==================== lehmer_prng_stream_flat
Figure 1. Supply network (lehmer_prng_stream_flat).
Scale: 3 px per um. Pins as bars on the die edge.
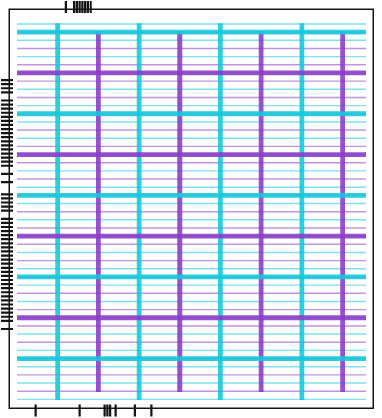

`config.mk`:
```
export PLATFORM = sky130hd
export DESIGN_NAME = lehmer_prng_stream_flat
export DESIGN_NICKNAME = d
export VERILOG_FILES = /design/src/rtl/lehmer_prng_stream_if.sv /design/src/rtl/lehmer_prng_stream.sv /design/src/flat_wrapper.sv
export SDC_FILE = /design/constraint.sdc
export NUM_CORES = 1
export LEC_CHECK = 0
export ABC_CLOCK_PERIOD_IN_PS = 7650
export CORE_ASPECT_RATIO = 1.1
export CORE_MARGIN = 2
export CORE_UTILIZATION = 60
export CTS_CLUSTER_SIZE = 30
export DETAILED_ROUTE_END_ITERATION = 10
export PLACE_DENSITY = 0.91
export SETUP_SLACK_MARGIN = 0.4
export SYNTH_ARGS = -nofsm -noshare
export SYNTH_HDL_FRONTEND = slang
export SYNTH_SLANG_ARGS = --single-unit
export TNS_END_PERCENT = 50
```
`constraint.sdc`:
```
create_clock -name clk -period 7.65 [get_ports clk]
set_clock_uncertainty 0.15 [all_clocks]
set_input_delay 1.53 -clock clk [delete_from_list [all_inputs] [get_ports clk]]
set_output_delay 1.53 -clock clk [all_outputs]
set_load 0.01 [all_outputs]
```
`src/rtl/lehmer_prng_stream_if.sv`:
```
// ---------------------------------------------------------------------------
// lehmer_prng_stream_if
// Output stream of the Lehmer generator: a valid/ready handshake carrying one
// W-bit random number per transfer.
//   out_valid  master -> slave : rand_out holds a new value
//   out_ready  slave  -> master: consumer accepts rand_out this cycle
//   rand_out   master -> slave : generated number (also the generator state)
// ---------------------------------------------------------------------------
interface lehmer_prng_stream_if #(
    parameter int W = 31
);
    logic         out_valid;
    logic         out_ready;
    logic [W-1:0] rand_out;

    modport master (
        output out_valid,
        output rand_out,
        input  out_ready
    );

    modport slave (
        input  out_valid,
        input  rand_out,
        output out_ready
    );
endinterface

```
`src/rtl/lehmer_prng_stream.sv`:
```
// ---------------------------------------------------------------------------
// lehmer_prng_stream
// Lehmer generator s(n+1) = A * s(n) mod (2^W - 1). The product is formed by a
// bit-serial shift-add multiplier (one multiplier bit per cycle, MSB first)
// and reduced in a single cycle with an end-around fold, which works because
// 2^W == 1 modulo a Mersenne modulus.
// Ports:
//   clk, rst   clock, synchronous active-high reset
//   seed_load  load seed_in into the state (IDLE only); 0 and M become 1
//   seed_in    new seed
//   start      begin one generation (IDLE only)
//   cont       continuous mode, sampled when an output is accepted
//   busy       high whenever the FSM is not IDLE (registered)
//   seed_err   one-cycle pulse when a loaded seed was replaced by 1
//   out_if     master side of the rand/out_valid/out_ready stream
// ---------------------------------------------------------------------------
module lehmer_prng_stream #(
    parameter int W            = 31,
    parameter int A            = 16807,
    parameter int A_BITS       = 15,
    parameter int DEFAULT_SEED = 1
) (
    input  logic                        clk,
    input  logic                        rst,
    input  logic                        seed_load,
    input  logic [W-1:0]                seed_in,
    input  logic                        start,
    input  logic                        cont,
    output logic                        busy,
    output logic                        seed_err,
    lehmer_prng_stream_if.master        out_if
);

    localparam int            AW    = W + A_BITS;
    localparam int            IW    = $clog2(A_BITS + 1);
    localparam logic [W-1:0]  M     = {W{1'b1}};
    localparam logic [A_BITS-1:0] A_VEC  = A_BITS'(A);
    localparam logic [IW-1:0]     IDX_HI = IW'(A_BITS - 1);

    typedef enum logic [1:0] {
        S_IDLE,
        S_MUL,
        S_FOLD,
        S_HOLD
    } state_t;

    state_t          state_q, state_d;
    logic [W-1:0]    s_q, s_d;
    logic [AW-1:0]   acc_q, acc_d;
    logic [IW-1:0]   idx_q, idx_d;
    logic [W-1:0]    rand_q, rand_d;
    logic            valid_q, valid_d;
    logic            busy_q, busy_d;
    logic            seed_err_q, seed_err_d;

    // Reduce a (W+A_BITS)-bit product modulo 2^W-1. The high part is added
    // back onto the low part (2^W == 1 mod M); the second add absorbs the
    // carry of the first and cannot itself overflow. A final conditional
    // subtract maps the alias M onto 0.
    function automatic logic [W-1:0] mersenne_fold(input logic [AW-1:0] x);
        logic [W:0]   t;
        logic [W-1:0] u;
        t = {1'b0, x[W-1:0]} + (W+1)'(x >> W);
        u = t[W-1:0] + W'(t[W]);
        if (u >= M)
            u = u - M;
        return u;
    endfunction

    always_comb begin
        state_d    = state_q;
        s_d        = s_q;
        acc_d      = acc_q;
        idx_d      = idx_q;
        rand_d     = rand_q;
        valid_d    = valid_q;
        seed_err_d = 1'b0;

        case (state_q)
            S_IDLE: begin
                if (seed_load) begin
                    if (seed_in == '0 || seed_in == M) begin
                        s_d        = W'(1);
                        seed_err_d = 1'b1;
                    end else begin
                        s_d = seed_in;
                    end
                end
                // The multiply reads s_q from the next cycle on, so a seed
                // loaded together with start is already in place.
                if (start) begin
                    state_d = S_MUL;
                    acc_d   = '0;
                    idx_d   = IDX_HI;
                end
            end

            S_MUL: begin
                acc_d = (acc_q << 1) + (A_VEC[idx_q] ? AW'(s_q) : '0);
                if (idx_q == '0)
                    state_d = S_FOLD;
                else
                    idx_d = idx_q - 1'b1;
            end

            S_FOLD: begin
                rand_d  = mersenne_fold(acc_q);
                s_d     = mersenne_fold(acc_q);
                valid_d = 1'b1;
                state_d = S_HOLD;
            end

            S_HOLD: begin
                if (valid_q && out_if.out_ready) begin
                    valid_d = 1'b0;
                    if (cont) begin
                        state_d = S_MUL;
                        acc_d   = '0;
                        idx_d   = IDX_HI;
                    end else begin
                        state_d = S_IDLE;
                    end
                end
            end

            default: state_d = S_IDLE;
        endcase

        busy_d = (state_d != S_IDLE);
    end

    always_ff @(posedge clk) begin
        if (rst) begin
            state_q    <= S_IDLE;
            s_q        <= W'(DEFAULT_SEED);
            acc_q      <= '0;
            idx_q      <= '0;
            rand_q     <= '0;
            valid_q    <= 1'b0;
            busy_q     <= 1'b0;
            seed_err_q <= 1'b0;
        end else begin
            state_q    <= state_d;
            s_q        <= s_d;
            acc_q      <= acc_d;
            idx_q      <= idx_d;
            rand_q     <= rand_d;
            valid_q    <= valid_d;
            busy_q     <= busy_d;
            seed_err_q <= seed_err_d;
        end
    end

    assign out_if.out_valid = valid_q;
    assign out_if.rand_out  = rand_q;
    assign busy             = busy_q;
    assign seed_err         = seed_err_q;

endmodule

```
`src/flat_wrapper.sv`:
```
// flat-port wrapper written by rule: the top's interface ports become plain ports
module lehmer_prng_stream_flat 
#(
    parameter int W            = 31,
    parameter int A            = 16807,
    parameter int A_BITS       = 15,
    parameter int DEFAULT_SEED = 1
)
  (clk, rst, seed_load, seed_in, start, cont, busy, seed_err, out_if_out_valid, out_if_rand_out, out_if_out_ready);
  lehmer_prng_stream_if #(.W(W)) out_if_i ();
  input  logic clk;
  input  logic rst;
  input  logic seed_load;
  input  logic [W-1:0] seed_in;
  input  logic start;
  input  logic cont;
  output logic busy;
  output logic seed_err;
  output wire logic [$bits(out_if_i.out_valid)-1:0] out_if_out_valid;
  output wire logic [$bits(out_if_i.rand_out)-1:0] out_if_rand_out;
  input wire logic [$bits(out_if_i.out_ready)-1:0] out_if_out_ready;
  assign out_if_out_valid = out_if_i.out_valid;
  assign out_if_rand_out = out_if_i.rand_out;
  assign out_if_i.out_ready = out_if_out_ready;
  lehmer_prng_stream #(.W(W), .A(A), .A_BITS(A_BITS), .DEFAULT_SEED(DEFAULT_SEED)) u_core (.clk(clk), .rst(rst), .seed_load(seed_load), .seed_in(seed_in), .start(start), .cont(cont), .busy(busy), .seed_err(seed_err), .out_if(out_if_i));
endmodule
```
==================== stopwatch_display_driver
[src/rtl/stopwatch_display_driver.sv]
// ----------------------------------------------------------------------------
// stopwatch_display_driver
//
// Time-multiplexes the stopwatch's four BCD digits onto a 4-digit common-anode
// seven-segment display. Digits are snapshotted into shadow registers once per
// scan frame, so a digit never changes while it is on the glass. The colon is
// the decimal point of the min_ones digit. In adjust mode the selected digit
// pair blinks.
//
// Ports:
//   clk       in   1  system clock
//   reset     in   1  asynchronous, active-high reset
//   min_tens  in   4  BCD minutes tens
//   min_ones  in   4  BCD minutes ones
//   sec_tens  in   4  BCD seconds tens
//   sec_ones  in   4  BCD seconds ones
//   adj       in   1  adjust mode, selected pair blinks
//   sel       in   1  adjust pair: 0 = minutes (digits 3,2), 1 = seconds (1,0)
//   seg       out  7  segments, active low, seg[0]=a .. seg[6]=g
//   dp        out  1  decimal point, active low
//   an        out  4  digit anodes, active low, an[0]=sec_ones .. an[3]=min_tens
// ----------------------------------------------------------------------------
module stopwatch_display_driver #(
    parameter int SCAN_DIV  = 100000,
    parameter int BLANK_CYC = 4,
    parameter int BLINK_DIV = 25000000
) (
    input  logic       clk,
    input  logic       reset,
    input  logic [3:0] min_tens,
    input  logic [3:0] min_ones,
    input  logic [3:0] sec_tens,
    input  logic [3:0] sec_ones,
    input  logic       adj,
    input  logic       sel,
    output logic [6:0] seg,
    output logic       dp,
    output logic [3:0] an
);

    localparam int SW = (SCAN_DIV  > 1) ? $clog2(SCAN_DIV)  : 1;
    localparam int BW = (BLINK_DIV > 1) ? $clog2(BLINK_DIV) : 1;

    localparam logic [SW-1:0] SCAN_LAST  = SW'(SCAN_DIV - 1);
    localparam logic [SW-1:0] BLANK_END  = SW'(BLANK_CYC);
    localparam logic [BW-1:0] BLINK_LAST = BW'(BLINK_DIV - 1);

    logic [SW-1:0]   scan_cnt_q, scan_cnt_d;
    logic [1:0]      idx_q, idx_d;
    logic [BW-1:0]   blink_cnt_q, blink_cnt_d;
    logic            blink_ph_q, blink_ph_d;
    // shadow_q[k] holds the digit driven on anode k
    logic [3:0][3:0] shadow_q, shadow_d;
    logic [6:0]      seg_q, seg_d;
    logic            dp_q, dp_d;
    logic [3:0]      an_q, an_d;

    logic            scan_wrap;
    logic            frame_end;
    logic            suppress;
    logic            enable;
    logic [3:0]      cur_digit;

    always_comb begin
        scan_wrap  = (scan_cnt_q == SCAN_LAST);
        frame_end  = scan_wrap && (idx_q == 2'd3);

        scan_cnt_d = scan_wrap ? '0 : scan_cnt_q + SW'(1);
        idx_d      = scan_wrap ? idx_q + 2'd1 : idx_q;

        shadow_d = shadow_q;
        if (frame_end) begin
            shadow_d = {min_tens, min_ones, sec_tens, sec_ones};
        end

        // Holding the blink state at zero outside adjust mode guarantees that
        // entering adjust mode always begins in the visible phase.
        blink_cnt_d = '0;
        blink_ph_d  = 1'b0;
        if (adj) begin
            if (blink_cnt_q == BLINK_LAST) begin
                blink_cnt_d = '0;
                blink_ph_d  = ~blink_ph_q;
            end else begin
                blink_cnt_d = blink_cnt_q + BW'(1);
                blink_ph_d  = blink_ph_q;
            end
        end

        // idx[1] marks the minutes pair; XOR with sel picks the selected pair.
        suppress  = adj && blink_ph_q && (idx_q[1] ^ sel);
        enable    = (scan_cnt_q >= BLANK_END) && !suppress;
        cur_digit = shadow_q[idx_q];

        an_d  = 4'hF;
        seg_d = 7'h7F;
        dp_d  = 1'b1;
        if (enable) begin
            an_d = ~(4'b0001 << idx_q);
            dp_d = (idx_q != 2'd2);
            unique case (cur_digit)
                4'd0:    seg_d = 7'h40;
                4'd1:    seg_d = 7'h79;
                4'd2:    seg_d = 7'h24;
                4'd3:    seg_d = 7'h30;
                4'd4:    seg_d = 7'h19;
                4'd5:    seg_d = 7'h12;
                4'd6:    seg_d = 7'h02;
                4'd7:    seg_d = 7'h78;
                4'd8:    seg_d = 7'h00;
                4'd9:    seg_d = 7'h10;
                default: seg_d = 7'h3F;   // non-BCD digits show a dash
            endcase
        end
    end

    always_ff @(posedge clk or posedge reset) begin
        if (reset) begin
            scan_cnt_q  <= '0;
            idx_q       <= 2'd0;
            blink_cnt_q <= '0;
            blink_ph_q  <= 1'b0;
            shadow_q    <= '0;
            seg_q       <= 7'h7F;
            dp_q        <= 1'b1;
            an_q        <= 4'hF;
        end else begin
            scan_cnt_q  <= scan_cnt_d;
            idx_q       <= idx_d;
            blink_cnt_q <= blink_cnt_d;
            blink_ph_q  <= blink_ph_d;
            shadow_q    <= shadow_d;
            seg_q       <= seg_d;
            dp_q        <= dp_d;
            an_q        <= an_d;
        end
    end

    assign seg = seg_q;
    assign dp  = dp_q;
    assign an  = an_q;

endmodule

[config.mk]
export PLATFORM = sky130hd
export DESIGN_NAME = stopwatch_display_driver
export DESIGN_NICKNAME = d
export VERILOG_FILES = /design/src/rtl/stopwatch_display_driver.sv
export SDC_FILE = /design/constraint.sdc
export NUM_CORES = 1
export LEC_CHECK = 0
export CAP_MARGIN = 20
export CORE_UTILIZATION = 60
export CTS_CLUSTER_SIZE = 20
export DETAILED_ROUTE_END_ITERATION = 8
export GPL_ROUTABILITY_DRIVEN = 0
export PLACE_DENSITY_LB_ADDON = 0.05
export SYNTH_ARGS = -nofsm -noshare
export SYNTH_HDL_FRONTEND = slang
export SYNTH_SLANG_ARGS = --single-unit
[constraint.sdc]
create_clock -name clk -period 7.1 [get_ports clk]
set_input_delay 1.42 -clock clk [delete_from_list [all_inputs] [get_ports clk]]
set_output_delay 1.42 -clock clk [all_outputs]
set_load 0.02 [all_outputs]
==================== muldiv_sequencer
===== config.mk =====
export PLATFORM = sky130hd
export DESIGN_NAME = muldiv_sequencer
export DESIGN_NICKNAME = d
export VERILOG_FILES = /design/src/rtl/cpu_pkg.sv /design/src/rtl/muldiv_sequencer_div_step.sv /design/src/rtl/muldiv_sequencer.sv
export SDC_FILE = /design/constraint.sdc
export NUM_CORES = 1
export LEC_CHECK = 0
export CORE_MARGIN = 4
export CORE_UTILIZATION = 50
export CTS_CLUSTER_SIZE = 16
export DETAILED_ROUTE_END_ITERATION = 10
export PLACE_DENSITY = 0.68
export SLEW_MARGIN = 20
export SYNTH_ARGS = -nofsm -noshare
export SYNTH_HDL_FRONTEND = slang
export SYNTH_SLANG_ARGS = --single-unit

===== constraint.sdc =====
create_clock -name clock -period 11.18 [get_ports clock]
set_input_delay 1.118 -clock clock [delete_from_list [all_inputs] [get_ports clock]]
set_output_delay 1.118 -clock clock [all_outputs]
set_load 0.01 [all_outputs]

===== src/rtl/cpu_pkg.sv =====
// Shared CPU definitions: M-extension ALU op codes, the mul/div sequencer
// state encoding, and the default datapath width.
package cpu_pkg;

    localparam int WIDTH_DEF = 32;

    // Op codes shared with the aludec table
    localparam logic [3:0] ALU_MUL = 4'b0100;
    localparam logic [3:0] ALU_DIV = 4'b0101;

    // Sequencer state encoding
    localparam logic [1:0] S_IDLE = 2'd0;
    localparam logic [1:0] S_MUL  = 2'd1;
    localparam logic [1:0] S_DIV  = 2'd2;
    localparam logic [1:0] S_DONE = 2'd3;

    // True for the op codes the sequencer will accept
    function automatic logic is_muldiv(input logic [3:0] op);
        return (op == ALU_MUL) || (op == ALU_DIV);
    endfunction

endpackage


===== src/rtl/muldiv_sequencer_div_step.sv =====
// One restoring-division iteration: shift the next dividend bit into the
// partial remainder, trial-subtract the divisor, keep the difference and
// set the quotient bit when it does not go negative.
module div_step
    import cpu_pkg::*;
#(
    parameter int WIDTH = WIDTH_DEF
) (
    input  logic [WIDTH-1:0] rem,
    input  logic [WIDTH-1:0] quo,
    input  logic [WIDTH-1:0] divisor,
    output logic [WIDTH-1:0] rem_next,
    output logic [WIDTH-1:0] quo_next
);

    // Remainder is always below the divisor, so shifted < 2*divisor and the
    // difference fits in WIDTH+1 bits with a trustworthy sign bit.
    logic [WIDTH:0] shifted;
    logic [WIDTH:0] diff;
    logic           fits;

    assign shifted  = {rem, quo[WIDTH-1]};
    assign diff     = shifted - {1'b0, divisor};
    assign fits     = ~diff[WIDTH];
    assign rem_next = fits ? diff[WIDTH-1:0] : shifted[WIDTH-1:0];
    assign quo_next = {quo[WIDTH-2:0], fits};

endmodule


===== src/rtl/muldiv_sequencer.sv =====
// Multi-cycle MUL/DIV sequencer. Accepts one op in IDLE, iterates a
// shift-add multiplier or a restoring divider for WIDTH cycles while
// stalling the CPU, then presents the result with a one-cycle done pulse.
module muldiv_sequencer
    import cpu_pkg::*;
#(
    parameter int WIDTH = WIDTH_DEF
) (
    input  logic             clock,
    input  logic             reset,
    input  logic             start,
    input  logic [3:0]       alucontrol,
    input  logic [WIDTH-1:0] a,
    input  logic [WIDTH-1:0] b,
    output logic             stall,
    output logic             done,
    output logic [WIDTH-1:0] result
);

    localparam int CNT_W = $clog2(WIDTH) + 1;
    localparam logic [CNT_W-1:0] LAST = CNT_W'(WIDTH - 1);

    logic [1:0]       state;
    logic [CNT_W-1:0] count;

    // Multiplier datapath
    logic [WIDTH-1:0] acc;
    logic [WIDTH-1:0] mcand;
    logic [WIDTH-1:0] mplier;
    logic [WIDTH-1:0] acc_next;

    // Divider datapath (magnitudes; sign re-applied at the end)
    logic [WIDTH-1:0] rem;
    logic [WIDTH-1:0] quo;
    logic [WIDTH-1:0] divisor;
    logic             q_neg;
    logic [WIDTH-1:0] rem_next;
    logic [WIDTH-1:0] quo_next;

    logic [WIDTH-1:0] a_mag;
    logic [WIDTH-1:0] b_mag;
    logic             last_iter;
    logic             accept;

    // Two's-complement magnitude; the most negative value maps to itself,
    // which is also its correct unsigned magnitude.
    assign a_mag = a[WIDTH-1] ? -a : a;
    assign b_mag = b[WIDTH-1] ? -b : b;

    assign last_iter = (count == LAST);
    assign accept    = (state == S_IDLE) && start && is_muldiv(alucontrol);
    assign acc_next  = mplier[0] ? (acc + mcand) : acc;

    // Stall covers the accept cycle and every iteration, but not DONE,
    // so the CPU advances exactly when write-back captures the result.
    assign stall = accept || (state == S_MUL) || (state == S_DIV);
    assign done  = (state == S_DONE);

    div_step #(.WIDTH(WIDTH)) u_div_step (
        .rem      (rem),
        .quo      (quo),
        .divisor  (divisor),
        .rem_next (rem_next),
        .quo_next (quo_next)
    );

    // Sequencer state and iteration counter
    always_ff @(posedge clock) begin
        if (reset) begin
            state <= S_IDLE;
            count <= '0;
        end else begin
            case (state)
                S_IDLE: begin
                    count <= '0;
                    if (accept) begin
                        if (alucontrol == ALU_MUL)
                            state <= S_MUL;
                        else if (b == '0)
                            state <= S_DONE;
                        else
                            state <= S_DIV;
                    end
                end
                S_MUL, S_DIV: begin
                    count <= count + CNT_W'(1);
                    if (last_iter)
                        state <= S_DONE;
                end
                S_DONE:  state <= S_IDLE;
                default: state <= S_IDLE;
            endcase
        end
    end

    // Multiplier registers: latch operands on accept, shift-add per cycle
    always_ff @(posedge clock) begin
        if (reset) begin
            acc    <= '0;
            mcand  <= '0;
            mplier <= '0;
        end else if (accept && alucontrol == ALU_MUL) begin
            acc    <= '0;
            mcand  <= a;
            mplier <= b;
        end else if (state == S_MUL) begin
            acc    <= acc_next;
            mcand  <= mcand << 1;
            mplier <= mplier >> 1;
        end
    end

    // Divider registers: latch magnitudes and quotient sign on accept,
    // one restoring step per cycle
    always_ff @(posedge clock) begin
        if (reset) begin
            rem     <= '0;
            quo     <= '0;
            divisor <= '0;
            q_neg   <= 1'b0;
        end else if (accept && alucontrol == ALU_DIV) begin
            rem     <= '0;
            quo     <= a_mag;
            divisor <= b_mag;
            q_neg   <= a[WIDTH-1] ^ b[WIDTH-1];
        end else if (state == S_DIV) begin
            rem     <= rem_next;
            quo     <= quo_next;
        end
    end

    // Result register: loaded on the edge into DONE so it is valid with
    // the done pulse, then held until the next op completes or reset.
    always_ff @(posedge clock) begin
        if (reset) begin
            result <= '0;
        end else if (accept && alucontrol == ALU_DIV && b == '0) begin
            result <= '1;
        end else if (state == S_MUL && last_iter) begin
            result <= acc_next;
        end else if (state == S_DIV && last_iter) begin
            result <= q_neg ? -quo_next : quo_next;
        end
    end

endmodule


==================== pc_fetch_unit_flat
### src/rtl/pc_fetch_unit_if.sv
// pc_fetch_unit_if: control, fetch-address and return-address signals of the PC stage.
// Rev 1.0
`default_nettype none

interface pc_fetch_unit_if #(
  parameter int ADDR_W = 6,
  parameter int CNT_W  = 16
);
  logic              Write_PC;
  logic [1:0]        PC_s;
  logic              cond_ok;
  logic [31:0]       IR;
  logic [31:0]       Rm_data;
  logic [31:0]       PC;
  logic [31:0]       PC_plus4;
  logic [ADDR_W-1:0] Inst_addr;
  logic [31:0]       LR_data;
  logic              Write_LR;
  logic              align_err;
  logic [CNT_W-1:0]  fetch_cnt;

  modport master (
    output Write_PC, PC_s, cond_ok, IR, Rm_data,
    input  PC, PC_plus4, Inst_addr, LR_data, Write_LR, align_err, fetch_cnt
  );

  modport slave (
    input  Write_PC, PC_s, cond_ok, IR, Rm_data,
    output PC, PC_plus4, Inst_addr, LR_data, Write_LR, align_err, fetch_cnt
  );
endinterface

`default_nettype wire

### src/rtl/pc_fetch_unit.sv
// pc_fetch_unit: program counter with sequential fetch, B/BL/BX redirect, BL link capture.
// Rev 1.0
`default_nettype none

module pc_fetch_unit #(
  parameter int          ADDR_W   = 6,
  parameter logic [31:0] RESET_PC = 32'h0000_0000,
  parameter int          CNT_W    = 16
) (
  input  wire           clk,
  input  wire           Rst,
  pc_fetch_unit_if.slave bus
);

  localparam logic [1:0] SEL_FETCH  = 2'b00;
  localparam logic [1:0] SEL_BRANCH = 2'b01;
  localparam logic [1:0] SEL_BX     = 2'b10;

  logic [31:0]      pc_reg,  pc_nxt;
  logic [31:0]      lr_reg,  lr_nxt;
  logic             wlr_reg, wlr_nxt;
  logic             err_reg, err_nxt;
  logic [CNT_W-1:0] cnt_reg, cnt_nxt;

  logic [31:0] pc_plus4;
  logic [31:0] branch_off;
  logic [31:0] branch_target;
  logic        is_branch;
  logic        is_bl;

  assign pc_plus4      = pc_reg + 32'd4;
  // 24-bit signed word offset, scaled to bytes, relative to branch address + 4
  assign branch_off    = {{6{bus.IR[23]}}, bus.IR[23:0], 2'b00};
  assign branch_target = pc_plus4 + branch_off;
  assign is_branch     = (bus.IR[27:25] == 3'b101);
  assign is_bl         = is_branch && bus.IR[24];

  always_comb begin
    pc_nxt  = pc_reg;
    lr_nxt  = lr_reg;
    wlr_nxt = 1'b0;
    err_nxt = err_reg;
    cnt_nxt = cnt_reg;
    if (bus.Write_PC) begin
      case (bus.PC_s)
        SEL_FETCH: begin
          pc_nxt = pc_plus4;
          if (cnt_reg != {CNT_W{1'b1}}) begin
            cnt_nxt = cnt_reg + {{(CNT_W-1){1'b0}}, 1'b1};
          end
        end
        SEL_BRANCH: begin
          if (is_branch && bus.cond_ok) begin
            pc_nxt = branch_target;
            if (is_bl) begin
              lr_nxt  = pc_reg;
              wlr_nxt = 1'b1;
            end
          end
        end
        SEL_BX: begin
          if (bus.cond_ok) begin
            pc_nxt = bus.Rm_data & ~32'h3;
            if (bus.Rm_data[1:0] != 2'b00) begin
              err_nxt = 1'b1;
            end
          end
        end
        default: begin
        end
      endcase
    end
  end

  always_ff @(posedge clk or posedge Rst) begin
    if (Rst) begin
      pc_reg  <= RESET_PC;
      lr_reg  <= 32'h0;
      wlr_reg <= 1'b0;
      err_reg <= 1'b0;
      cnt_reg <= '0;
    end else begin
      pc_reg  <= pc_nxt;
      lr_reg  <= lr_nxt;
      wlr_reg <= wlr_nxt;
      err_reg <= err_nxt;
      cnt_reg <= cnt_nxt;
    end
  end

  // ROM addresses alias modulo its depth; upper PC bits are simply dropped
  assign bus.PC        = pc_reg;
  assign bus.PC_plus4  = pc_plus4;
  assign bus.Inst_addr = pc_reg[ADDR_W+1:2];
  assign bus.LR_data   = lr_reg;
  assign bus.Write_LR  = wlr_reg;
  assign bus.align_err = err_reg;
  assign bus.fetch_cnt = cnt_reg;

endmodule

`default_nettype wire

### src/flat_wrapper.sv
// flat-port wrapper written by rule: the top's interface ports become plain ports
module pc_fetch_unit_flat 
#(
  parameter int          ADDR_W   = 6,
  parameter logic [31:0] RESET_PC = 32'h0000_0000,
  parameter int          CNT_W    = 16
)
  (clk, Rst, bus_Write_PC, bus_PC_s, bus_cond_ok, bus_IR, bus_Rm_data, bus_PC, bus_PC_plus4, bus_Inst_addr, bus_LR_data, bus_Write_LR, bus_align_err, bus_fetch_cnt);
  pc_fetch_unit_if #(.ADDR_W(ADDR_W), .CNT_W(CNT_W)) bus_i ();
  input  wire clk;
  input  wire Rst;
  input wire logic [$bits(bus_i.Write_PC)-1:0] bus_Write_PC;
  input wire logic [$bits(bus_i.PC_s)-1:0] bus_PC_s;
  input wire logic [$bits(bus_i.cond_ok)-1:0] bus_cond_ok;
  input wire logic [$bits(bus_i.IR)-1:0] bus_IR;
  input wire logic [$bits(bus_i.Rm_data)-1:0] bus_Rm_data;
  output wire logic [$bits(bus_i.PC)-1:0] bus_PC;
  output wire logic [$bits(bus_i.PC_plus4)-1:0] bus_PC_plus4;
  output wire logic [$bits(bus_i.Inst_addr)-1:0] bus_Inst_addr;
  output wire logic [$bits(bus_i.LR_data)-1:0] bus_LR_data;
  output wire logic [$bits(bus_i.Write_LR)-1:0] bus_Write_LR;
  output wire logic [$bits(bus_i.align_err)-1:0] bus_align_err;
  output wire logic [$bits(bus_i.fetch_cnt)-1:0] bus_fetch_cnt;
  assign bus_i.Write_PC = bus_Write_PC;
  assign bus_i.PC_s = bus_PC_s;
  assign bus_i.cond_ok = bus_cond_ok;
  assign bus_i.IR = bus_IR;
  assign bus_i.Rm_data = bus_Rm_data;
  assign bus_PC = bus_i.PC;
  assign bus_PC_plus4 = bus_i.PC_plus4;
  assign bus_Inst_addr = bus_i.Inst_addr;
  assign bus_LR_data = bus_i.LR_data;
  assign bus_Write_LR = bus_i.Write_LR;
  assign bus_align_err = bus_i.align_err;
  assign bus_fetch_cnt = bus_i.fetch_cnt;
  pc_fetch_unit #(.ADDR_W(ADDR_W), .RESET_PC(RESET_PC), .CNT_W(CNT_W)) u_core (.clk(clk), .Rst(Rst), .bus(bus_i));
endmodule
### config.mk
export PLATFORM = sky130hd
export DESIGN_NAME = pc_fetch_unit_flat
export DESIGN_NICKNAME = d
export VERILOG_FILES = /design/src/rtl/pc_fetch_unit_if.sv /design/src/rtl/pc_fetch_unit.sv /design/src/flat_wrapper.sv
export SDC_FILE = /design/constraint.sdc
export NUM_CORES = 1
export LEC_CHECK = 0
export ABC_AREA = 1
export CAP_MARGIN = 20
export CELL_PAD_IN_SITES_DETAIL_PLACEMENT = 2
export CELL_PAD_IN_SITES_GLOBAL_PLACEMENT = 2
export CORE_ASPECT_RATIO = 0.9
export CORE_UTILIZATION = 26
export DETAILED_ROUTE_END_ITERATION = 6
export GPL_ROUTABILITY_DRIVEN = 0
export PLACE_DENSITY = 0.8
export SETUP_SLACK_MARGIN = 0.3
export SYNTH_ARGS = -nofsm -noshare
export SYNTH_HDL_FRONTEND = slang
export SYNTH_SLANG_ARGS = --single-unit
export TNS_END_PERCENT = 1
### constraint.sdc
create_clock -name clk -period 3.7 [get_ports clk]
set_input_delay 0.555 -clock clk [delete_from_list [all_inputs] [get_ports clk]]
set_output_delay 0.555 -clock clk [all_outputs]
set_load 0.01 [all_outputs]
Figure 2. Clock wires, drivers and flops (lehmer_prng_stream_flat).
Scale: 4 px per um.
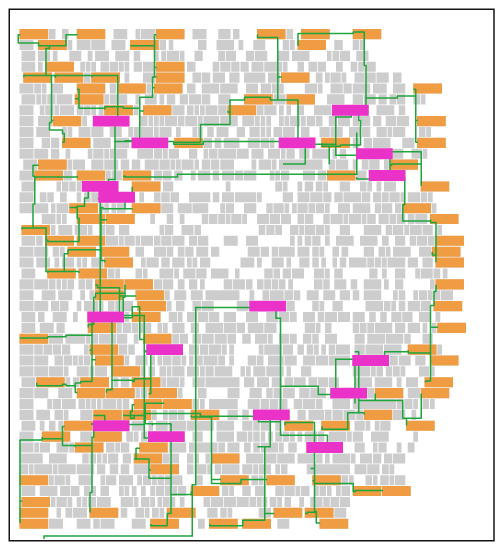
[magenta] cells driving clock nets | count: 17
[orange] flip-flops | count: 118
[green] clock wires | length: 1,690 um
flops lie: all over the die
routed clock nets: 18
Clock Power: 0.808 mW
clk latency late pin: 0.43 ns
Clock power frac: 30.5%

Figure 3. Cells coloured by class (lehmer_prng_stream_flat).
Scale: 4 px per um. Fill, decap, tap and diode cells in grey.
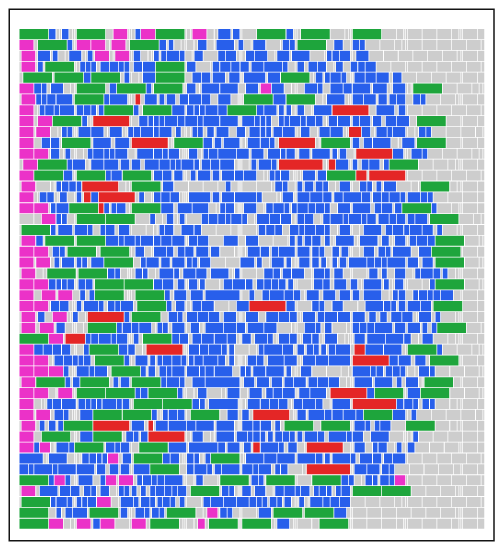
| colour | class | cells | share of their area |
|---|---|---|---|
| magenta | other buffers and delay cells | 77 | 7.4% |
| red | clock drivers and dummy loads | 30 | 5.7% |
| green | flip-flops | 118 | 23% |
| blue | all other logic | 1,002 | 64% |
Finished Core Util: 71.1%
Seq area share: 22.8%
row count: 46
final instance area: 10,400 um^2

## Picture notes: Figure 1
| colour | net |
|---|---|
| purple | VDD |
| cyan | VSS |
met5 straps: 9
met4 straps: 8
rows: 46
die height: 133 um
core area: 14,600 um^2

==> results.tsv, lehmer_prng_stream_flat <==
stage	metric	value	unit
clock_network	# Post-CTS Setup Buffers	0	
finish	top logic cells by instance count in the layout	162 x nand2_1, 118 x dfxtp_1, 104 x nor2_1, 83 x a21oi_1, 69 x clkdlybuf4s50_1	
clock_network	post_cts resized	0	
global_route	largest net degree at the start of global routing	90	
critical_path	critical path depth	20	
global_route	met1 Track Usage GR	46.3	%
global_route	grt peak-use layer	met2	
clock_network	Sink Count	118	
power	worst vdd ir	416	uV
synth	Syn Inst Count	1176	
synth	Cell Area, Synth	9010	um^2
critical_path	peak fanout along the critical path	14	
finish	layout cell share with drive strength beyond 1	6.76	%
synth	yosys cell count	1176	
status	status	complete, no violations	
final_timing	Max transition margin	25.5	%
[lehmer_prng_stream_flat: area by class of cell]
cell class	instances	area, um^2
fillers	1104	4200
well taps	192	240
clock inverters	9	129
clock buffers	21	450
multi-input cells	974	6320
flip-flops and latches	118	2360
repair buffers	77	748
inverters	28	105
[lehmer_prng_stream_flat: state kept, by name (all words and copies together), names as in the netlist, named ones only]
register,count
u_core.acc_q,46
u_core.out_if.rand_out,31
u_core.s_q,31
u_core.idx_q,4
u_core.state_q,2
u_core.busy,1
u_core.out_if.out_valid,1
u_core.seed_err,1
Figure 4. Clock wires, drivers and flops (muldiv_sequencer).
Scale: 3 px per um.
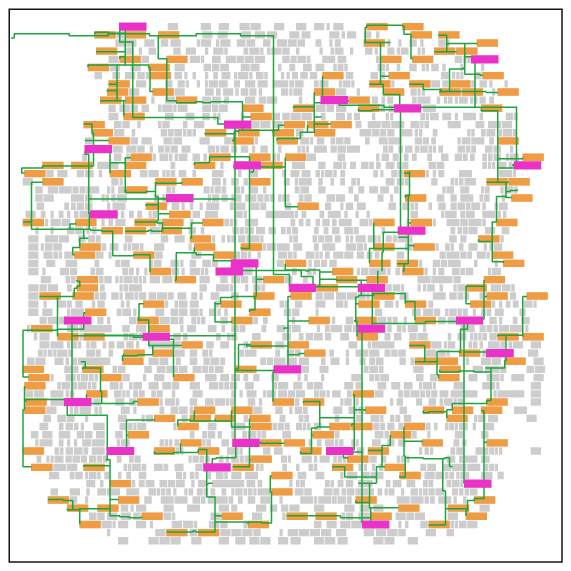
[orange] flip-flops | count: 233
[green] clock wires | length: 3,320 um
[magenta] cells driving clock nets | count: 28
flops lie: all over the die
routed clock nets: 29
Clock Power: 0.971 mW
clk latency late pin: 0.55 ns
Layout Skew: 0.0188 ns

==> results.tsv, muldiv_sequencer <==
stage	metric	value	unit
final_timing	Max transition margin	29.2	%
critical_path	Crit Reg-Reg Startpoint	quo[31]	
power	Static Leak	6.20	nW
global_route	met1 Track Usage GR	39.6	%
run	tool warning count	31	
global_route	remaining global-route overflow	0	
hold_path	Hold Startpoint	divisor[0]	
clock_network	Sink Count	233	
final_timing	slew of the pin with the lowest slew margin	1.05	ns
global_route	GR met3 Demand/Resource	3.56	%
power	Seq pwr share	21.8	%
finish	Finished Core Util	58.0	%
synth	cell taking the most area after synthesis	dfxtp_1	
drt	top sig layer	met4	
run	Max-Cap Viols	0	
finish	logic share of the area	56.9	%
synth	Synth area leaders	dfxtp_1 30%, a211oi_1 7.4%, mux2i_1 7.2%, ha_1 5.9%, nor2_1 5.5%	
critical_path	crit path capture	result[26]	
clock_network	CTS Buffer Depth	3	
power	Seq. pwr	0.984	mW
global_route	vias in the first global route	13500	
critical_path	critical path arrival	5.02	ns
status	status	complete, no violations	
critical_path	RR Endpoint	result[26]	
finish	Flop area	4660	um^2
synth	main flop type	dfxtp_1	
power	sw power	2.04	mW
## muldiv_sequencer: through the flow
| stage | setup slack [ns] | power, mW | instances | instance area (um^2) |
|---|---|---|---|---|
| finish | 6.59 | 4.52 | 2391 | 17700 |
| global route | 6.21 | 4.84 | 2391 | 17700 |
| CTS | 6.62 | 4.50 | 2391 | 17700 |
| detailed placement | 6.41 | 3.51 | 2339 | 16700 |
| global placement | 6.53 | 3.49 | 2339 | 16700 |
| floorplan | 7.15 | 3.00 | 1934 | 15400 |
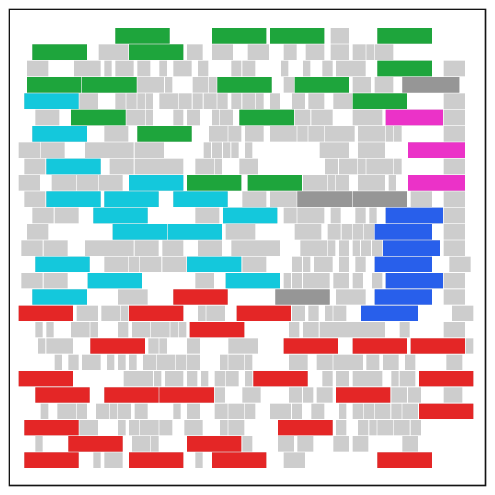
Figure 5: stopwatch_display_driver, register map, names as in the netlist.
Scale: 6 px per um. Other sequential cells in the stronger grey, the rest of the logic in the fainter grey.
| colour | netlist name | sequential cells |
|---|---|---|
| green | scan_cnt_q | 17 |
| blue | seg | 7 |
| cyan | shadow_q | 16 |
| magenta | an | 3 |
| red | blink_cnt_q | 25 |
not coloured: 4
Seq area share: 44.5%
Finished Core Util: 72.7%
Seq. pwr: 0.426 mW
Flop area: 1820 um^2

==> results.tsv, stopwatch_display_driver <==
stage	metric	value	unit
critical_path	RR Endpoint	idx_q[1]	
synth	yosys cell count	328	
critical_path	WP buf/inv	1	
synth	Async SR Flop Fraction	100	%
placement	dpl ws	4.36	ns
placement	hpwl dp	4.33	mm
status	status	complete, no violations	
synth	Syn Inst Count	328	
critical_path	Crit. End Element	primary output	
critical_path	origin of the worst setup path	dp	
clock_network	post_cts resized	0	
clock_network	root buffer cell	clkbuf_8	
synth	syn_nets	360	
final_timing	Fin. Hold Viols	0	
finish	ClkCell Share	5.03	%
hold_path	WHS Endpoint	blink_cnt_q[0]	
drt	vias post-DR	2534	
synth	area reported by Yosys stat	3570	um^2
[stopwatch_display_driver: flip-flops by register name, summed over array words and instances (netlist names)]
signal and flops:
dp 1, seg 7, an 3, blink_cnt_q 25, blink_ph_q 1, shadow_q 16, scan_cnt_q 17, idx_q 2
[stopwatch_display_driver: per-stage QoR]
step / std cells / utilization (%)
2_1_floorplan: 328 / -
5_1_grt: 430 / 72.7
4_1_cts: 430 / 72.7
3_3_place_gp: 415 / 69.1
6_report: 430 / 72.7
3_5_place_dp: 415 / 69.1
Figure 6. Register map, names as in the netlist (pc_fetch_unit_flat).
Scale: 3 px per um. Other sequential cells in the stronger grey, the rest of the logic in the fainter grey.
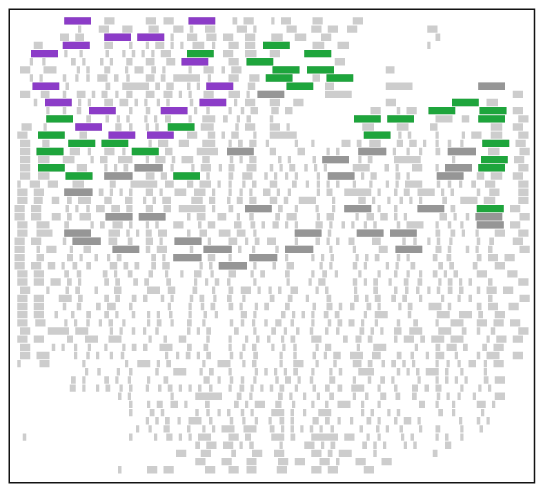
| colour | netlist name | sequential cells | where |
|---|---|---|---|
| green | u_core.bus.LR_data | 30 | a band across the top |
| purple | u_core.bus.fetch_cnt | 16 | upper left |
not coloured: 32
Seq. pwr: 1.27 mW
Flop area: 1970 um^2
Seq area share: 20.2%
Finished Core Util: 37.2%

Figure 7. Supply network (pc_fetch_unit_flat).
Scale: 2 px per um. Pins as bars on the die edge.
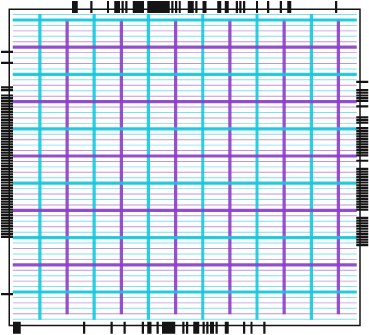
| colour | net |
|---|---|
| cyan | VSS |
| purple | VDD |
rows: 56
signal pins: 190
met5 straps: 11
met4 straps: 12
die width: 175 um
die height: 157 um
core area: 26,200 um^2
worst vdd ir: 274 uV

==> results.tsv, pc_fetch_unit_flat <==
stage	metric	value	unit
status	status	complete, no violations	
finish	Non-Filler Instances	1621	
global_route	first-pass GRT wire length	47.2	mm
final_timing	fin crit share	87.7	%
floorplanning	io pins	190	
critical_path	WP data required	3.94	ns
power	Seq pwr share	24.8	%
synth	Syn Inst Count	1074	
synth	Cell Area, Synth	6970	um^2
final_timing	Fin. Hold Viols	0	
clock_network	CTS Buffer Depth	2	
clock_network	CTS Buf Count	9	
drt	Routed Antenna Nets	0	
power	sw power	2.34	mW
final_timing	Tmin final	3.25	ns
pc_fetch_unit_flat: power groups by stage:
stage	combinational, mW	clock (mW)	sequential (mW)
floorplan	1.45	0	1.31
global placement	2.80	0	1.27
detailed placement	2.89	0	1.28
CTS	2.92	0.880	1.27
global route	3.29	0.911	1.30
finish	2.99	0.854	1.27
pc_fetch_unit_flat: logic make-up after synthesis:
group,count (synthesis),synth area share (%)
simple gates,563,33.4
buf+inv,185,11.2
compound gates,145,11.2
flops,78,28.0
fa+ha+maj,44,8.01
xor+xnor,37,4.65
mux,21,3.39
other cells,1,0.0538

==================== cmp_minmax_track
Figure 8. Supply network (cmp_minmax_track).
Scale: 6 px per um. Pins as bars on the die edge.
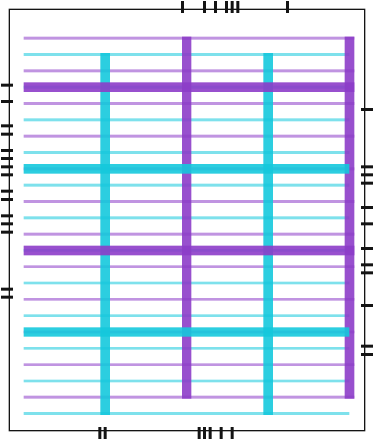
$ cat src/rtl/cmp_minmax_track.sv
// Streaming unsigned min/max tracker with valid/ready in and out handshakes.
// Optional CMP_MINMAX_IDX_EN adds max_idx/min_idx (first-occurrence index of each extreme).
module cmp_minmax_track #(
  parameter int WIDTH = 8,
  parameter int CNT_W = 8
) (
  input  logic             clk,
  input  logic             rst,
  input  logic             start,
  input  logic             in_valid,
  input  logic [WIDTH-1:0] in_data,
  input  logic             in_last,
  output logic             in_ready,
  output logic             out_valid,
  input  logic             out_ready,
  output logic [WIDTH-1:0] max_val,
  output logic [WIDTH-1:0] min_val,
  output logic [CNT_W-1:0] count,
`ifdef CMP_MINMAX_IDX_EN
  output logic [CNT_W-1:0] max_idx,
  output logic [CNT_W-1:0] min_idx,
`endif
  output logic             busy
);

  // state  | meaning
  // S_IDLE | waiting for start; last result retained
  // S_RUN  | accepting samples, updating running max/min/count
  // S_HOLD | result presented on out_valid until out_ready
  typedef enum logic [1:0] {S_IDLE, S_RUN, S_HOLD} state_t;

  localparam logic [CNT_W-1:0] CNT_ONE = {{(CNT_W-1){1'b0}}, 1'b1};

  state_t           r_state;
  logic             r_in_ready;
  logic             r_out_valid;
  logic             r_busy;
  logic [WIDTH-1:0] r_max;
  logic [WIDTH-1:0] r_min;
  logic [CNT_W-1:0] r_count;
`ifdef CMP_MINMAX_IDX_EN
  logic [CNT_W-1:0] r_max_idx;
  logic [CNT_W-1:0] r_min_idx;
`endif

  logic w_accept;
  logic w_first;
  logic w_sat;

  // in_ready is a registered copy of (state == RUN), so accept needs no state decode
  assign w_accept = in_valid & r_in_ready;
  assign w_first  = (r_count == '0);
  assign w_sat    = &r_count;

  always_ff @(posedge clk) begin
    if (rst) begin
      r_state     <= S_IDLE;
      r_in_ready  <= 1'b0;
      r_out_valid <= 1'b0;
      r_busy      <= 1'b0;
      r_max       <= '0;
      r_min       <= '0;
      r_count     <= '0;
`ifdef CMP_MINMAX_IDX_EN
      r_max_idx   <= '0;
      r_min_idx   <= '0;
`endif
    end else begin
      case (r_state)
        S_IDLE: begin
          if (start) begin
            r_state    <= S_RUN;
            r_in_ready <= 1'b1;
            r_busy     <= 1'b1;
            r_max      <= '0;
            r_min      <= '0;
            r_count    <= '0;
`ifdef CMP_MINMAX_IDX_EN
            r_max_idx  <= '0;
            r_min_idx  <= '0;
`endif
          end
        end

        S_RUN: begin
          if (w_accept) begin
            if (w_first) begin
              r_max <= in_data;
              r_min <= in_data;
`ifdef CMP_MINMAX_IDX_EN
              r_max_idx <= r_count;
              r_min_idx <= r_count;
`endif
            end else begin
              if (in_data > r_max) begin
                r_max <= in_data;
`ifdef CMP_MINMAX_IDX_EN
                if (!w_sat) r_max_idx <= r_count;
`endif
              end
              if (in_data < r_min) begin
                r_min <= in_data;
`ifdef CMP_MINMAX_IDX_EN
                if (!w_sat) r_min_idx <= r_count;
`endif
              end
            end
            if (!w_sat) r_count <= r_count + CNT_ONE;
            if (in_last) begin
              r_state     <= S_HOLD;
              r_in_ready  <= 1'b0;
              r_out_valid <= 1'b1;
            end
          end
        end

        S_HOLD: begin
          if (out_ready) begin
            r_state     <= S_IDLE;
            r_out_valid <= 1'b0;
            r_busy      <= 1'b0;
          end
        end

        default: begin
          r_state     <= S_IDLE;
          r_in_ready  <= 1'b0;
          r_out_valid <= 1'b0;
          r_busy      <= 1'b0;
        end
      endcase
    end
  end

  assign in_ready  = r_in_ready;
  assign out_valid = r_out_valid;
  assign busy      = r_busy;
  assign max_val   = r_max;
  assign min_val   = r_min;
  assign count     = r_count;
`ifdef CMP_MINMAX_IDX_EN
  assign max_idx   = r_max_idx;
  assign min_idx   = r_min_idx;
`endif

endmodule
$ cat config.mk
export PLATFORM = sky130hd
export DESIGN_NAME = cmp_minmax_track
export DESIGN_NICKNAME = d
export VERILOG_FILES = /design/src/rtl/cmp_minmax_track.sv
export SDC_FILE = /design/constraint.sdc
export NUM_CORES = 1
export LEC_CHECK = 0
export ABC_AREA = 1
export CAP_MARGIN = 20
export CORE_ASPECT_RATIO = 1.2
export CORE_MARGIN = 2
export CORE_UTILIZATION = 50
export CTS_BUF_LIST = sky130_fd_sc_hd__clkbuf_4 sky130_fd_sc_hd__clkbuf_8 sky130_fd_sc_hd__clkbuf_16
export DETAILED_ROUTE_END_ITERATION = 12
export PLACE_DENSITY = 0.8
export SLEW_MARGIN = 20
export SYNTH_ARGS = -nofsm -noshare
export SYNTH_HDL_FRONTEND = slang
export SYNTH_SLANG_ARGS = --single-unit
$ cat constraint.sdc
create_clock -name clk -period 2.5 [get_ports clk]
set_clock_uncertainty 0.2 [all_clocks]
set_input_delay 0.5 -clock clk [delete_from_list [all_inputs] [get_ports clk]]
set_output_delay 0.5 -clock clk [all_outputs]
set_load 0.02 [all_outputs]
==> results.tsv <==
stage	metric	value	unit
status	status	complete, but fails checks	
status	failing checks	design-rule violations	
drt	DRC violations left	2	
finish	Finished Core Util	70.4	%
power	Clock power frac	28.9	%
critical_path	Worst path slowest cell	clkdlybuf4s50_1	
critical_path	origin of the worst setup path	in_data[5]	
power	sw power	0.632	mW
synth	Syn Inst Count	281	
placement	Area after DPL	2270	um^2
placement	Final GP Congestion	0.878	
synth	Simple Share, Synth	34.1	%
clock_network	CTS Buf Count	5	
critical_path	RR Endpoint	min_val[0]	
finish	count of multi-input gates	201	
hold_path	Hold Startpoint	out_valid	
finish	Non-Filler Instances	365	
critical_path	flop2flop setup slack	0.60	ns
About Figure 8:
| colour | net |
|---|---|
| cyan | VSS |
| purple | VDD |
met4 straps: 4
signal pins: 41
rows: 23
met1 rails: 24
die height: 70.0 um
die width: 59.0 um
core area: 3400 um^2
worst vdd ir: 516 uV

[cell usage after synthesis (2+ instances only)]
master / n / area share [%]
xor2_1: 3 / 1.4
o21ai_0: 2 / 0.55
nand4_1: 3 / 1.0
nand3_1: 17 / 4.7
clkbuf_1: 3 / 0.62
nand2_2: 2 / 0.69
nand2_1: 77 / 16
ha_1: 17 / 12
nor2_1: 43 / 8.9
nor3_1: 2 / 0.55
inv_1: 41 / 8.5
a21oi_1: 26 / 7.2
dfxtp_1: 29 / 32
buf_2: 4 / 1.1


==> notes/layouts.md <==
Pictures saved along the way, in no particular order.

Cells coloured by class.
panel A
Scale: 6 px per um. Fill, decap, tap and diode cells in grey.
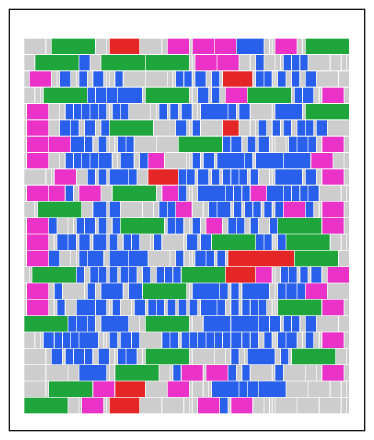
panel B
Scale: 6 px per um. Fill, decap, tap and diode cells in grey.
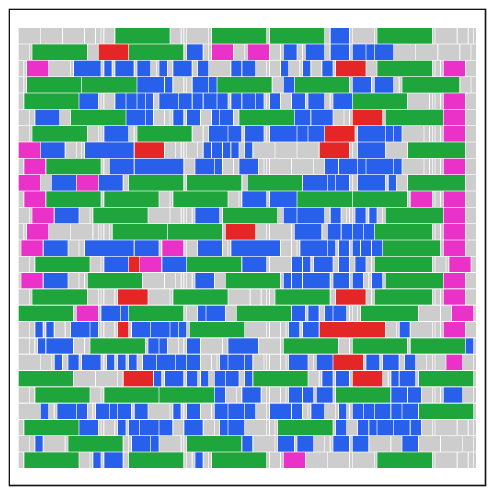
panel C
Scale: 2 px per um. Fill, decap, tap and diode cells in grey.
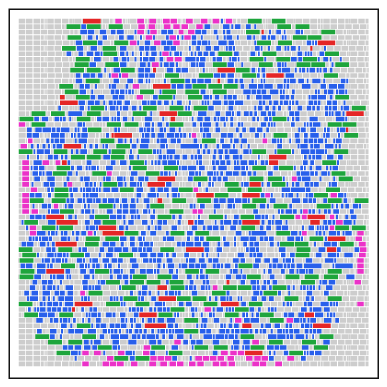
panel D
Scale: 3 px per um. Fill, decap, tap and diode cells in grey.
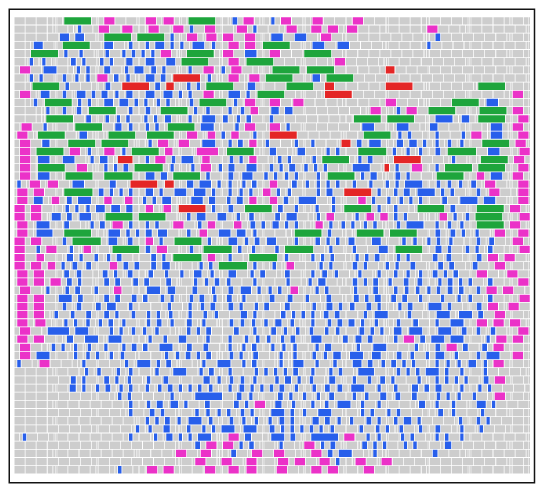
panel B: stopwatch_display_driver
panel C: muldiv_sequencer
panel A: cmp_minmax_track
panel D: pc_fetch_unit_flat
- lowest utilization: panel D

Key to panel A:
| colour | class | cells | share of their area |
|---|---|---|---|
| red | clock drivers and dummy loads | 8 | 5.1% |
| blue | all other logic | 244 | 51% |
| magenta | other buffers and delay cells | 47 | 19% |
| green | flip-flops | 29 | 25% |

Power is estimated from default activity; no workload was simulated.
